######## gate_eval_arbiter ########
**gate_eval_arbiter: selected gate families**

Drawn at 8 px/um.
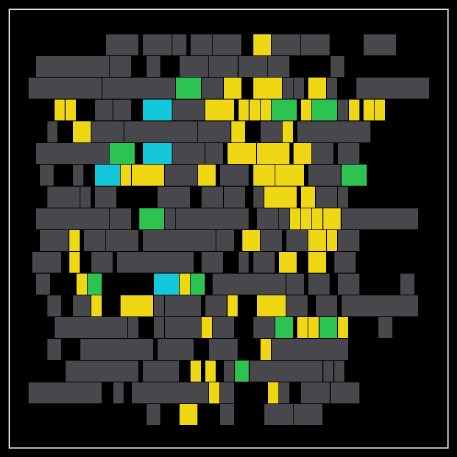

===== config.mk =====
export PLATFORM = sky130hd
export DESIGN_NAME = gate_eval_arbiter
export DESIGN_NICKNAME = d
export VERILOG_FILES = /design/src/rtl/gate_eval_arbiter.sv
export SDC_FILE = /design/constraint.sdc
export NUM_CORES = 1
export LEC_CHECK = 0
export ABC_AREA = 1
export CORE_MARGIN = 2
export CORE_UTILIZATION = 41
export CTS_CLUSTER_DIAMETER = 150
export DETAILED_ROUTE_END_ITERATION = 10
export PLACE_DENSITY = 0.7
export SLEW_MARGIN = 10
export SYNTH_ARGS = -nofsm -noshare
export SYNTH_HDL_FRONTEND = slang
export SYNTH_SLANG_ARGS = --single-unit

===== constraint.sdc =====
create_clock -name clk -period 1.4 [get_ports clk]
set_clock_uncertainty 0.1 [all_clocks]
set_input_delay 0.28 -clock clk [delete_from_list [all_inputs] [get_ports clk]]
set_output_delay 0.28 -clock clk [all_outputs]
set_load 0.02 [all_outputs]

===== src/rtl/gate_eval_arbiter.sv =====
// gate_eval_arbiter: round-robin sharing of one multi-input gate evaluator between
// REQ_COUNT trigger sites; each result is returned tagged with its requester id.
module gate_eval_arbiter #(
  parameter int REQ_COUNT    = 4,
  parameter int INPUT_COUNT  = 2,
  parameter int EVAL_LATENCY = 1,
  parameter int ID_W         = 2
) (
  input  logic                             clk,
  input  logic                             logic_reset,
  input  logic [REQ_COUNT-1:0]             req,
  input  logic [REQ_COUNT*INPUT_COUNT-1:0] req_in,
  output logic [INPUT_COUNT-1:0]           eval_in,
  input  logic                             eval_result,
  output logic [REQ_COUNT-1:0]             grant,
  output logic                             resp_valid,
  output logic [ID_W-1:0]                  resp_id,
  output logic                             resp_value,
  output logic [REQ_COUNT-1:0]             pending,
  output logic                             coalesced,
  output logic                             busy
);

  localparam int CNT_W = (EVAL_LATENCY < 2) ? 1 : $clog2(EVAL_LATENCY + 1);
  localparam logic [REQ_COUNT-1:0] ONE_HOT0 = {{(REQ_COUNT-1){1'b0}}, 1'b1};
  localparam logic [ID_W-1:0]      LAST_ID  = ID_W'(REQ_COUNT - 1);

  typedef enum logic [0:0] {
    S_IDLE = 1'b0,
    S_EVAL = 1'b1
  } state_t;

  state_t                 r_state;
  logic [REQ_COUNT-1:0]   r_pending;
  logic [REQ_COUNT-1:0]   r_grant;
  logic [INPUT_COUNT-1:0] r_eval_in;
  logic [ID_W-1:0]        r_win;
  logic [ID_W-1:0]        r_rr_ptr;
  logic [CNT_W-1:0]       r_cnt;
  logic                   r_resp_valid;
  logic [ID_W-1:0]        r_resp_id;
  logic                   r_resp_value;
  logic                   r_coalesced;

  logic                   w_found;
  logic [ID_W-1:0]        w_win;
  logic [INPUT_COUNT-1:0] w_operands;
  logic                   w_done;
  logic [REQ_COUNT-1:0]   w_clear;

  // Round-robin pick: first pending id at or above rr_ptr, otherwise wrap to the lowest.
  always_comb begin
    w_found = 1'b0;
    w_win   = '0;
    for (int i = 0; i < REQ_COUNT; i++) begin
      if (!w_found && r_pending[i] && (ID_W'(i) >= r_rr_ptr)) begin
        w_found = 1'b1;
        w_win   = ID_W'(i);
      end else begin
        w_found = w_found;
      end
    end
    for (int i = 0; i < REQ_COUNT; i++) begin
      if (!w_found && r_pending[i]) begin
        w_found = 1'b1;
        w_win   = ID_W'(i);
      end else begin
        w_found = w_found;
      end
    end
  end

  // Operand mux selecting the winner's slice of req_in.
  always_comb begin
    w_operands = '0;
    for (int i = 0; i < REQ_COUNT; i++) begin
      if (w_win == ID_W'(i)) begin
        w_operands = req_in[i*INPUT_COUNT +: INPUT_COUNT];
      end else begin
        w_operands = w_operands;
      end
    end
  end

  assign w_done  = (r_state == S_EVAL) && (r_cnt == CNT_W'(1));
  assign w_clear = w_done ? (ONE_HOT0 << r_win) : '0;

  // Pending latch: a new request wins over the completion clear on the same edge.
  always_ff @(posedge clk or posedge logic_reset) begin
    if (logic_reset) begin
      r_pending   <= '0;
      r_coalesced <= 1'b0;
    end else begin
      r_pending   <= (r_pending & ~w_clear) | req;
      r_coalesced <= |(req & r_pending & ~w_clear);
    end
  end

  // Grant / evaluate FSM with registered grant, operands and response.
  always_ff @(posedge clk or posedge logic_reset) begin
    if (logic_reset) begin
      r_state      <= S_IDLE;
      r_grant      <= '0;
      r_eval_in    <= '0;
      r_win        <= '0;
      r_rr_ptr     <= '0;
      r_cnt        <= '0;
      r_resp_valid <= 1'b0;
      r_resp_id    <= '0;
      r_resp_value <= 1'b0;
    end else begin
      r_resp_valid <= 1'b0;
      case (r_state)
        S_IDLE: begin
          if (w_found) begin
            r_grant   <= ONE_HOT0 << w_win;
            r_eval_in <= w_operands;
            r_win     <= w_win;
            r_cnt     <= CNT_W'(EVAL_LATENCY);
            r_state   <= S_EVAL;
          end else begin
            r_grant <= '0;
          end
        end
        S_EVAL: begin
          if (r_cnt == CNT_W'(1)) begin
            r_resp_valid <= 1'b1;
            r_resp_id    <= r_win;
            r_resp_value <= eval_result;
            r_rr_ptr     <= (r_win == LAST_ID) ? '0 : r_win + ID_W'(1);
            r_grant      <= '0;
            r_cnt        <= '0;
            r_state      <= S_IDLE;
          end else begin
            r_cnt <= r_cnt - CNT_W'(1);
          end
        end
        default: begin
          r_grant <= '0;
          r_state <= S_IDLE;
        end
      endcase
    end
  end

  assign eval_in    = r_eval_in;
  assign grant      = r_grant;
  assign resp_valid = r_resp_valid;
  assign resp_id    = r_resp_id;
  assign resp_value = r_resp_value;
  assign pending    = r_pending;
  assign coalesced  = r_coalesced;
  assign busy       = (r_state == S_EVAL);

endmodule


######## alu_ctrl_seq ########
===== src/rtl/alu_ctrl_pkg.sv =====
// Shared constants for the ALU control sequencer: class codes, aluop values,
// the illegal control pattern and the sequencer state enum.
`timescale 1ns/1ps
package alu_ctrl_pkg;

  localparam logic [1:0] CLASS_ARITH  = 2'b00;
  localparam logic [1:0] CLASS_SHIFT  = 2'b01;
  localparam logic [1:0] CLASS_IMM    = 2'b10;
  localparam logic [1:0] CLASS_BRANCH = 2'b11;

  localparam int ALUOP_ARITH  = 0;
  localparam int ALUOP_SHIFT  = 1;
  localparam int ALUOP_IMM    = 4;
  localparam int ALUOP_BRANCH = 6;

  // Wide enough for any CTRL_W; callers truncate to their own width.
  localparam logic [63:0] ILLEGAL_CTRL = '1;

  typedef enum logic [1:0] {
    IDLE = 2'd0,
    BEAT = 2'd1,
    ITER = 2'd2
  } seq_state_t;

endpackage


===== src/rtl/alu_ctrl_decode.sv =====
// Combinational aluop/funcode decode table producing the control word, the
// illegal flag and a marker for variable shifts (candidates for multi-beat).
`timescale 1ns/1ps
module alu_ctrl_decode
  import alu_ctrl_pkg::*;
#(
  parameter int OP_W   = 4,
  parameter int FUNC_W = 4,
  parameter int CTRL_W = 6
) (
  input  logic [OP_W-1:0]   aluop,
  input  logic [FUNC_W-1:0] funcode,
  output logic [CTRL_W-1:0] control,
  output logic              illegal,
  output logic              var_shift
);

  int         op_val;
  int         fn_val;
  logic [1:0] cls;
  logic       legal;

  assign op_val = int'(aluop);
  assign fn_val = int'(funcode);

  always_comb begin
    cls       = CLASS_ARITH;
    legal     = 1'b0;
    var_shift = 1'b0;
    if (op_val == ALUOP_ARITH && fn_val <= 5) begin
      cls   = CLASS_ARITH;
      legal = 1'b1;
    end else if (op_val == ALUOP_SHIFT && fn_val <= 3) begin
      cls       = CLASS_SHIFT;
      legal     = 1'b1;
      var_shift = (fn_val >= 2);
    end else if (op_val == ALUOP_IMM && (fn_val == 0 || fn_val == 3)) begin
      cls   = CLASS_IMM;
      legal = 1'b1;
    end else if (op_val == ALUOP_BRANCH && fn_val <= 2) begin
      cls   = CLASS_BRANCH;
      legal = 1'b1;
    end
  end

  // Class in the top two bits, funcode in the low bits, zero padding between.
  always_comb begin
    control                 = '0;
    control[CTRL_W-1 -: 2]  = cls;
    control[FUNC_W-1:0]     = funcode;
    if (!legal) begin
      control = ILLEGAL_CTRL[CTRL_W-1:0];
    end
    illegal = !legal;
  end

endmodule


===== src/rtl/alu_ctrl_seq.sv =====
// Request/beat sequencer around the ALU control decoder. Variable shifts with
// shamt > 1 replay the same control beat shamt times. Optional sticky trap on
// illegal ops is enabled by defining ALU_CTRL_ILLEGAL_TRAP_EN.
`timescale 1ns/1ps
module alu_ctrl_seq
  import alu_ctrl_pkg::*;
#(
  parameter int OP_W    = 4,
  parameter int FUNC_W  = 4,
  parameter int CTRL_W  = 6,
  parameter int SHAMT_W = 5
) (
  input  logic               clk,
  input  logic               rst_n,
  input  logic               in_valid,
  output logic               in_ready,
  input  logic [OP_W-1:0]    aluop,
  input  logic [FUNC_W-1:0]  funcode,
  input  logic [SHAMT_W-1:0] shamt,
  output logic               out_valid,
  input  logic               out_ready,
  output logic [CTRL_W-1:0]  control,
  output logic               last,
  output logic               illegal,
  output logic               trap
);

  seq_state_t         state_reg, state_next;
  logic [SHAMT_W-1:0] count_reg, count_next;
  logic [CTRL_W-1:0]  control_reg, control_next;
  logic               last_reg, last_next;
  logic               illegal_reg, illegal_next;

  logic [CTRL_W-1:0]  dec_control;
  logic               dec_illegal;
  logic               dec_var_shift;
  logic               accept;

  alu_ctrl_decode #(
    .OP_W   (OP_W),
    .FUNC_W (FUNC_W),
    .CTRL_W (CTRL_W)
  ) u_decode (
    .aluop     (aluop),
    .funcode   (funcode),
    .control   (dec_control),
    .illegal   (dec_illegal),
    .var_shift (dec_var_shift)
  );

`ifdef ALU_CTRL_ILLEGAL_TRAP_EN
  logic trap_reg, trap_next;
  assign in_ready = (state_reg == IDLE) && !trap_reg;
  assign trap     = trap_reg;
`else
  assign in_ready = (state_reg == IDLE);
  assign trap     = 1'b0;
`endif

  assign accept    = in_valid && in_ready;
  assign out_valid = (state_reg != IDLE);
  assign control   = control_reg;
  assign last      = last_reg;
  assign illegal   = illegal_reg;

  always_ff @(posedge clk or negedge rst_n) begin
    if (!rst_n) begin
      state_reg   <= IDLE;
      count_reg   <= '0;
      control_reg <= '0;
      last_reg    <= 1'b0;
      illegal_reg <= 1'b0;
`ifdef ALU_CTRL_ILLEGAL_TRAP_EN
      trap_reg    <= 1'b0;
`endif
    end else begin
      state_reg   <= state_next;
      count_reg   <= count_next;
      control_reg <= control_next;
      last_reg    <= last_next;
      illegal_reg <= illegal_next;
`ifdef ALU_CTRL_ILLEGAL_TRAP_EN
      trap_reg    <= trap_next;
`endif
    end
  end

  always_comb begin
    state_next   = state_reg;
    count_next   = count_reg;
    control_next = control_reg;
    last_next    = last_reg;
    illegal_next = illegal_reg;
`ifdef ALU_CTRL_ILLEGAL_TRAP_EN
    trap_next    = trap_reg;
`endif
    unique case (state_reg)
      IDLE: begin
        if (accept) begin
          control_next = dec_control;
          illegal_next = dec_illegal;
`ifdef ALU_CTRL_ILLEGAL_TRAP_EN
          trap_next    = trap_reg | dec_illegal;
`endif
          if (dec_var_shift && shamt > SHAMT_W'(1)) begin
            state_next = ITER;
            count_next = shamt;
            last_next  = 1'b0;
          end else begin
            state_next = BEAT;
            count_next = SHAMT_W'(1);
            last_next  = 1'b1;
          end
        end
      end
      // count_reg holds beats still to deliver, including the one on the bus.
      ITER: begin
        if (out_ready) begin
          count_next = count_reg - SHAMT_W'(1);
          if (count_reg == SHAMT_W'(2)) begin
            state_next = BEAT;
            last_next  = 1'b1;
          end
        end
      end
      BEAT: begin
        if (out_ready) begin
          state_next = IDLE;
          count_next = '0;
          last_next  = 1'b0;
        end
      end
      default: begin
        state_next = IDLE;
      end
    endcase
  end

endmodule


===== config.mk =====
export PLATFORM = sky130hd
export DESIGN_NAME = alu_ctrl_seq
export DESIGN_NICKNAME = d
export VERILOG_FILES = /design/src/rtl/alu_ctrl_pkg.sv /design/src/rtl/alu_ctrl_decode.sv /design/src/rtl/alu_ctrl_seq.sv
export SDC_FILE = /design/constraint.sdc
export NUM_CORES = 1
export LEC_CHECK = 0
export CELL_PAD_IN_SITES_DETAIL_PLACEMENT = 0
export CELL_PAD_IN_SITES_GLOBAL_PLACEMENT = 1
export CORE_UTILIZATION = 36
export DETAILED_ROUTE_END_ITERATION = 16
export PLACE_DENSITY_LB_ADDON = 0.1
export SLEW_MARGIN = 0
export SYNTH_ARGS = -nofsm -noshare
export SYNTH_HDL_FRONTEND = slang
export SYNTH_HIERARCHICAL = 1
export SYNTH_SLANG_ARGS = --single-unit

===== constraint.sdc =====
create_clock -name clk -period 2.6 [get_ports clk]
set_clock_uncertainty 0.05 [all_clocks]
set_input_delay 0.65 -clock clk [delete_from_list [all_inputs] [get_ports clk]]
set_output_delay 0.65 -clock clk [all_outputs]
set_load 0.01 [all_outputs]

######## pwm_ramp_sequencer ########
===== src/rtl/pwm_ramp_sequencer.sv =====
// Purpose: debounced up/down keys set a saturating target duty; live duty slews one LSB per RAMP cycles.
// Latency: raw key edge to target change DEB+3 cycles; first duty step RAMP cycles after leaving IDLE.
// Backpressure: none; duty_vld is a 1-cycle load strobe the PWM core must accept every time it fires.
module pwm_ramp_sequencer #(
   parameter logic [31:0] DEB    = 32'd500000,
   parameter logic [31:0] REPEAT = 32'd5000000,
   parameter logic [31:0] RAMP   = 32'd10000,
   parameter logic [7:0]  STEP   = 8'd16
) (
   input  logic       clk,
   input  logic       rst,
   input  logic       up,
   input  logic       down,
   input  logic       estop,
   output logic [7:0] duty,
   output logic       duty_vld,
   output logic       busy,
   output logic [7:0] state
);

   typedef enum logic [1:0] {S_IDLE, S_UP, S_DOWN} fsm_t;

   // Key bit 0 is up, bit 1 is down; all key signals are active-low.
   logic [1:0]  raw;
   logic [1:0]  sync1;
   logic [1:0]  sync2;
   logic [1:0]  deb;
   logic [1:0]  deb_d1;
   logic [31:0] deb_cnt [2];
   logic [31:0] rep_cnt [2];
   logic [1:0]  held;
   logic [1:0]  press;
   logic [1:0]  rep_fire;
   logic [1:0]  key_ev;

   fsm_t        fsm;
   logic [7:0]  target;
   logic [7:0]  target_nx;
   logic [31:0] tick_cnt;
   logic [8:0]  tgt_sum;
   logic [8:0]  tgt_dif;

   assign raw = {down, up};

   // Two-stage synchronizer, then a level debouncer that needs DEB consecutive differing samples.
   always_ff @(posedge clk) begin
      if (rst) begin
         sync1  <= 2'b11;
         sync2  <= 2'b11;
         deb    <= 2'b11;
         deb_d1 <= 2'b11;
         for (int k = 0; k < 2; k++) begin
            deb_cnt[k] <= '0;
         end
      end else begin
         sync1  <= raw;
         sync2  <= sync1;
         deb_d1 <= deb;
         for (int k = 0; k < 2; k++) begin
            if (sync2[k] != deb[k]) begin
               if (deb_cnt[k] == DEB - 32'd1) begin
                  deb[k]     <= sync2[k];
                  deb_cnt[k] <= '0;
               end else begin
                  deb_cnt[k] <= deb_cnt[k] + 32'd1;
               end
            end else begin
               deb_cnt[k] <= '0;
            end
         end
      end
   end

   // A key only produces events while it is the sole debounced-pressed key, so
   // simultaneous presses (or one press landing while the other is held) are dropped.
   assign held[0]     = ~deb[0] & deb[1];
   assign held[1]     = ~deb[1] & deb[0];
   assign press[0]    = deb_d1[0] & held[0];
   assign press[1]    = deb_d1[1] & held[1];
   assign rep_fire[0] = held[0] & ~press[0] & (rep_cnt[0] == REPEAT - 32'd1);
   assign rep_fire[1] = held[1] & ~press[1] & (rep_cnt[1] == REPEAT - 32'd1);
   assign key_ev      = press | rep_fire;

   // Auto-repeat counters: cycles since this key's last event while held alone.
   always_ff @(posedge clk) begin
      if (rst || estop) begin
         for (int k = 0; k < 2; k++) begin
            rep_cnt[k] <= '0;
         end
      end else begin
         for (int k = 0; k < 2; k++) begin
            if (!held[k] || key_ev[k]) begin
               rep_cnt[k] <= '0;
            end else begin
               rep_cnt[k] <= rep_cnt[k] + 32'd1;
            end
         end
      end
   end

   // Saturating target arithmetic in 9 bits: bit 8 flags overflow on add, borrow on subtract.
   assign tgt_sum = {1'b0, target} + {1'b0, STEP};
   assign tgt_dif = {1'b0, target} - {1'b0, STEP};

   // Next target from this cycle's key event, if any.
   always_comb begin
      target_nx = target;
      if (key_ev[0]) begin
         target_nx = tgt_sum[8] ? 8'hFF : tgt_sum[7:0];
      end else if (key_ev[1]) begin
         target_nx = tgt_dif[8] ? 8'h00 : tgt_dif[7:0];
      end
   end

   // Ramp FSM: direction re-evaluated every cycle, tick counter survives UP<->DOWN reversals.
   always_ff @(posedge clk) begin
      if (rst) begin
         fsm      <= S_IDLE;
         duty     <= 8'h00;
         target   <= 8'h00;
         duty_vld <= 1'b0;
         busy     <= 1'b0;
         tick_cnt <= '0;
      end else if (estop) begin
         fsm      <= S_IDLE;
         duty     <= 8'h00;
         target   <= 8'h00;
         duty_vld <= (duty != 8'h00);
         busy     <= 1'b0;
         tick_cnt <= '0;
      end else begin
         target   <= target_nx;
         duty_vld <= 1'b0;
         case (fsm)
            S_IDLE: begin
               tick_cnt <= '0;
               if (duty < target) begin
                  fsm  <= S_UP;
                  busy <= 1'b1;
               end else if (duty > target) begin
                  fsm  <= S_DOWN;
                  busy <= 1'b1;
               end
            end
            default: begin
               if (duty == target) begin
                  fsm      <= S_IDLE;
                  busy     <= 1'b0;
                  tick_cnt <= '0;
               end else begin
                  fsm  <= (duty < target) ? S_UP : S_DOWN;
                  busy <= 1'b1;
                  if (tick_cnt == RAMP - 32'd1) begin
                     tick_cnt <= '0;
                     duty_vld <= 1'b1;
                     duty     <= (duty < target) ? duty + 8'd1 : duty - 8'd1;
                  end else begin
                     tick_cnt <= tick_cnt + 32'd1;
                  end
               end
            end
         endcase
      end
   end

   // Inverted target drives active-low LEDs.
   assign state = ~target;

endmodule


===== config.mk =====
export PLATFORM = sky130hd
export DESIGN_NAME = pwm_ramp_sequencer
export DESIGN_NICKNAME = d
export VERILOG_FILES = /design/src/rtl/pwm_ramp_sequencer.sv
export SDC_FILE = /design/constraint.sdc
export NUM_CORES = 1
export LEC_CHECK = 0
export CAP_MARGIN = 5
export CORE_AREA = 2 2 129 131
export CTS_CLUSTER_DIAMETER = 100
export CTS_CLUSTER_SIZE = 10
export DETAILED_ROUTE_END_ITERATION = 7
export DIE_AREA = 0 0 131 133
export PLACE_DENSITY = 0.79
export SLEW_MARGIN = 40
export SYNTH_ARGS = -nofsm -noshare
export SYNTH_HDL_FRONTEND = slang
export SYNTH_SLANG_ARGS = --single-unit

===== constraint.sdc =====
create_clock -name clk -period 3.95 [get_ports clk]
set_input_delay 0.79 -clock clk [delete_from_list [all_inputs] [get_ports clk]]
set_output_delay 0.79 -clock clk [all_outputs]
set_load 0.05 [all_outputs]

**gate_eval_arbiter: zoomed window**

Region (12, 23) to (42, 53) um. Cells in grey, sequential cells in the stronger grey; small squares are vias.
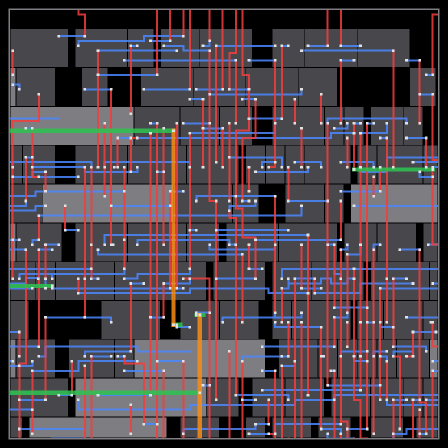
[met2] red
[met1] blue
[met3] green
[met4] orange
most frequent: buf_4 (14), nand2_2 (10), nand2_1 (10)
sequential cells in the window: 6
netlist names of flops here include: grant (2), r_win (2)
cells with their middle in the window: 92

## Picture notes: 'selected gate families' of gate_eval_arbiter
[AND-OR and OR-AND gates] cyan | cells: 4
[NAND gates] yellow | cells: 54
[inverting AOI/OAI gates] green | cells: 11

==> run_results.csv, gate_eval_arbiter <==
group,metric,value,unit
power_and_ir_drop,pg_clk,0.319,mW
sta,period_used_share,117,%
sta,setup_slack,-0.245,ns
final_layout,layout-drive-gt1-share,48.9,%
routing,ant_nets,0,
outcome,status,"complete, but fails checks",
routing,route.detailed.drc,0,
sta,finalSetupViolations,10,
outcome,violations,"negative setup slack",
worst_setup_path,cp_top_family,"simple AND/OR/NAND/NOR gates",
final_layout,seq_cell_count,21,
final_layout,logic_area,544,um^2
worst_setup_path,crit_top_cell,"nand2_2",
final_layout,largestClassByArea,"logic gates",
floorplanning,nWellTaps,30,
## gate_eval_arbiter: cell families (layout without fill, tap and decap cells)
family                   count (synthesis)  count (layout)
AND-OR/OR-AND                           15              15
AND/OR/NAND/NOR                         67              67
flip-flops                              21              21
adder cells (fa/ha/maj)                  4               4
buffers and inverters                   16              79
## gate_eval_arbiter: flip-flops by register name (all words and copies together) (netlist names)
name / flops
coalesced: 1
r_cnt: 1
r_win: 2
eval_in: 2
resp_id: 2
r_rr_ptr: 2
resp_value: 1
resp_valid: 1
grant: 4
pending: 4
busy: 1
## gate_eval_arbiter: metrics by stage
| stage | utilization (%) | setup WS, ns | setup TNS (ns) | std cells | hold slack (ns) |
|---|---|---|---|---|---|
| 2_1_floorplan | - | -0.0501 | -0.0979 | 123 | 0.156 |
| 3_3_place_gp | 61.4 | -0.0729 | -0.246 | 197 | 0.367 |
| 3_5_place_dp | 61.4 | -0.111 | -0.513 | 197 | 0.372 |
| 4_1_cts | 64.3 | -0.149 | -0.677 | 204 | 0.191 |
| 5_1_grt | 69.0 | -0.358 | -2.68 | 216 | 0.186 |
| 6_report | 69.0 | -0.245 | -1.58 | 216 | 0.182 |
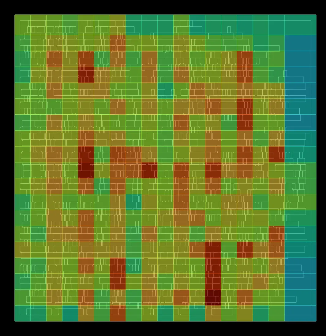
**Above:** pwm_ramp_sequencer (track usage over the die).
Core Util, Final: 70.0%
met2 usage: 34.4%
average wire per standard cell: 13.0 um

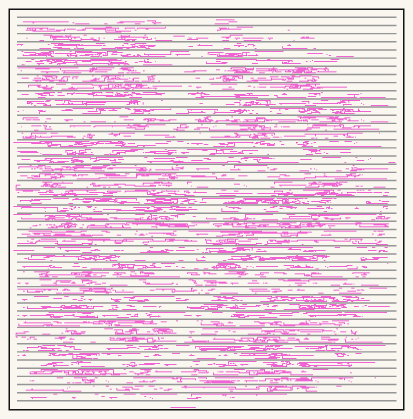
**Above:** pwm_ramp_sequencer (met1 routing).
Drawn at 3 px/um. Supply wires on this layer in grey.
main direction: horizontal
nets with wire on the layer: 1109
share of all routed wire: 47%
longest straight run: 31.7 um
wire length on this layer: 8380 um

==> run_results.csv, pwm_ramp_sequencer <==
group,metric,value,unit
logic_synthesis,synthCells,993,
worst_setup_path,crit_chain,"inv_1 > ha_1 > nor2b_1 > o211ai_1 > a21oi_1 > nor3_1 > inv_1 > ha_1 > a21oi_1 > o211ai_1 > o41ai_1 > o31a_1 > o21ai_2 > mux2i_1",
power_and_ir_drop,p_leak,3.98,nW
floorplanning,fp.dieH,133,um
final_layout,final_nets,1158,
floorplanning,nWellTaps,220,
sta,hold_violations,0,
logic_synthesis,top_area_cell,"edfxtp_1",
final_layout,multi_input_comb_cells,878,
logic_synthesis,synth_top_flop_cell,"edfxtp_1",
logic_synthesis,xor_share,13.6,%
floorplanning,fp_util,60.6,%
routing,first_pass_iters,5,
outcome,status,"finished clean",
final_layout,fillers,1230,
[pwm_ramp_sequencer: layout by cell type (no fill, tap or decap), types with 3 or more instances in the layout]
master,synthesis,routed
nor2b_1,10,10
a31oi_1,4,4
nand4_1,33,33
nor4_1,27,27
clkdlybuf4s50_1,0,22
edfxtp_1,128,128
inv_1,24,24
conb_1,1,128
nand2_1,76,76
xor2_1,95,95
buf_4,3,3
nor3b_1,3,3
nor3_1,15,15
o21ai_0,9,9
clkinv_4,0,4
clkbuf_16,0,23
or4_1,4,3
xnor2_1,57,57
nor4b_1,8,8
a21oi_1,18,18
or3_1,14,13
mux2i_1,5,5
and3_1,28,28
dfxtp_1,57,57
and2_1,9,9
a21o_1,3,3
or2_2,9,9
ha_1,21,21
and4_1,16,16
nor2_1,201,201
nand3_1,54,54
[pwm_ramp_sequencer: registers in the layout, indices dropped and copies added, names as in the netlist]
register / cells
deb_cnt: 64
rep_cnt: 64
tick_cnt: 32
duty: 8
target: 5
deb: 2
deb_d1: 2
fsm: 2
sync1: 2
sync2: 2
busy: 1
duty_vld: 1
[pwm_ramp_sequencer: report_power, final]
part / switching (mW) / internal, mW
clock network: 0.726 / 1.10
registers: 0.0582 / 2.12
logic: 0.0617 / 0.0444
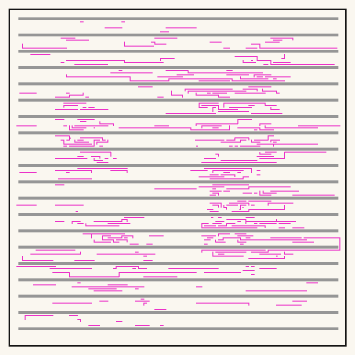
**Above:** alu_ctrl_seq (met1 routing).
Drawn at 6 px/um. Supply wires on this layer in grey.
nets with wire on the layer: 132
wire length on this layer: 1080 um
share of all routed wire: 47%
main direction: horizontal

==> run_results.csv, alu_ctrl_seq <==
group,metric,value,unit
sta,period_used_share,90.2,%
final_layout,register_area,375,um^2
sta,slew_headroom,53.5,%
outcome,status,"finished clean",
worst_setup_path,max_stage_delay,0.52,ns
power_and_ir_drop,p_leak,0.540,nW
final_layout,largestClassByArea,"logic gates",
final_layout,multi_input_comb_cells,74,
routing,wl,2310,um
power_and_ir_drop,seq_power_share,34.9,%
worst_setup_path,crit_top_cell,"inv_1",
logic_synthesis,ys_sh_mux,10.7,%
logic_synthesis,yosysWarnings,6,
hold_path,min_path_type,"flop to flop",
final_layout,fillers,272,
grt,use_met3,2.79,%
## alu_ctrl_seq: per-stage QoR
step,std cells,hold slack (ns),instance area [um^2],util (%)
after floorplan,103,0.304,1040,-
after global placement,161,0.434,1350,49.0
after detailed placement,161,0.434,1350,49.0
after CTS,165,0.458,1380,50.0
after global routing,165,0.485,1380,50.0
final,165,0.455,1380,50.0
## alu_ctrl_seq: path summary, 6_finish.rpt
check                          endpoint  cells after the start         start  slack (ns)
setup / recovery              out_valid                      4  state_reg[0]        0.26
hold / removal                     last                      1          last        0.45
setup reg to reg                   last                      5  count_reg[0]        0.53
hold reg to reg                    last                      1          last        0.45
max in group asynchronous          last                      1         rst_n        1.34
min in group asynchronous  count_reg[1]                      1         rst_n        0.72
## alu_ctrl_seq: power groups by stage
stage / Combinational [mW] / Sequential, mW / Clock (mW)
floorplan: 0.243 / 0.307 / 0
global placement: 0.406 / 0.300 / 0
detailed placement: 0.407 / 0.302 / 0
CTS: 0.409 / 0.297 / 0.152
global route: 0.450 / 0.305 / 0.159
finish: 0.408 / 0.296 / 0.144


==> notes/layouts.md <==
Pictures saved along the way, in no particular order.

Routed metal, one colour a layer.
shot_01.png
Drawn at 3 px/um. Two of the layers only.
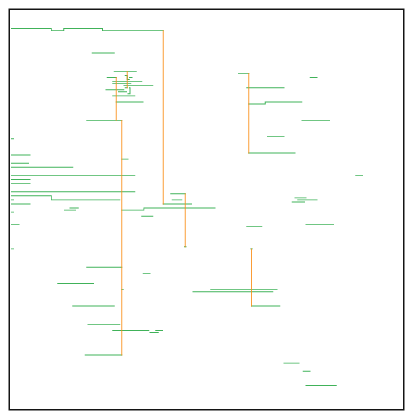
shot_02.png
Drawn at 6 px/um. Two of the layers only.
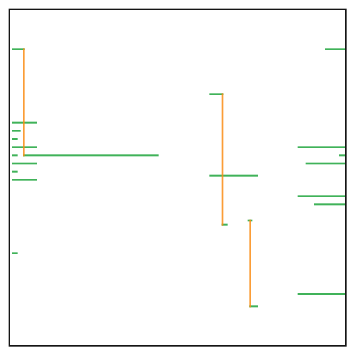
shot_03.png
Drawn at 6 px/um. Two of the layers only.
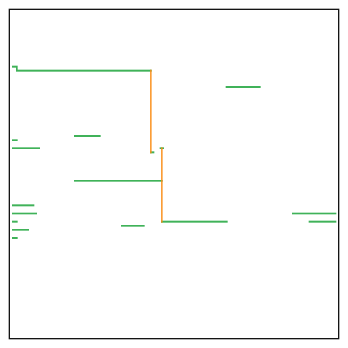
alu_ctrl_seq -> shot_02.png
pwm_ramp_sequencer -> shot_01.png
gate_eval_arbiter -> shot_03.png
The one with the most wire is shot_01.png.
The one with the largest die is shot_01.png.

Key to shot_03.png:
[met4] orange | wire length: 25.8 um
[met3] green | wire length: 90.6 um

Power is estimated from default activity; no workload was simulated.
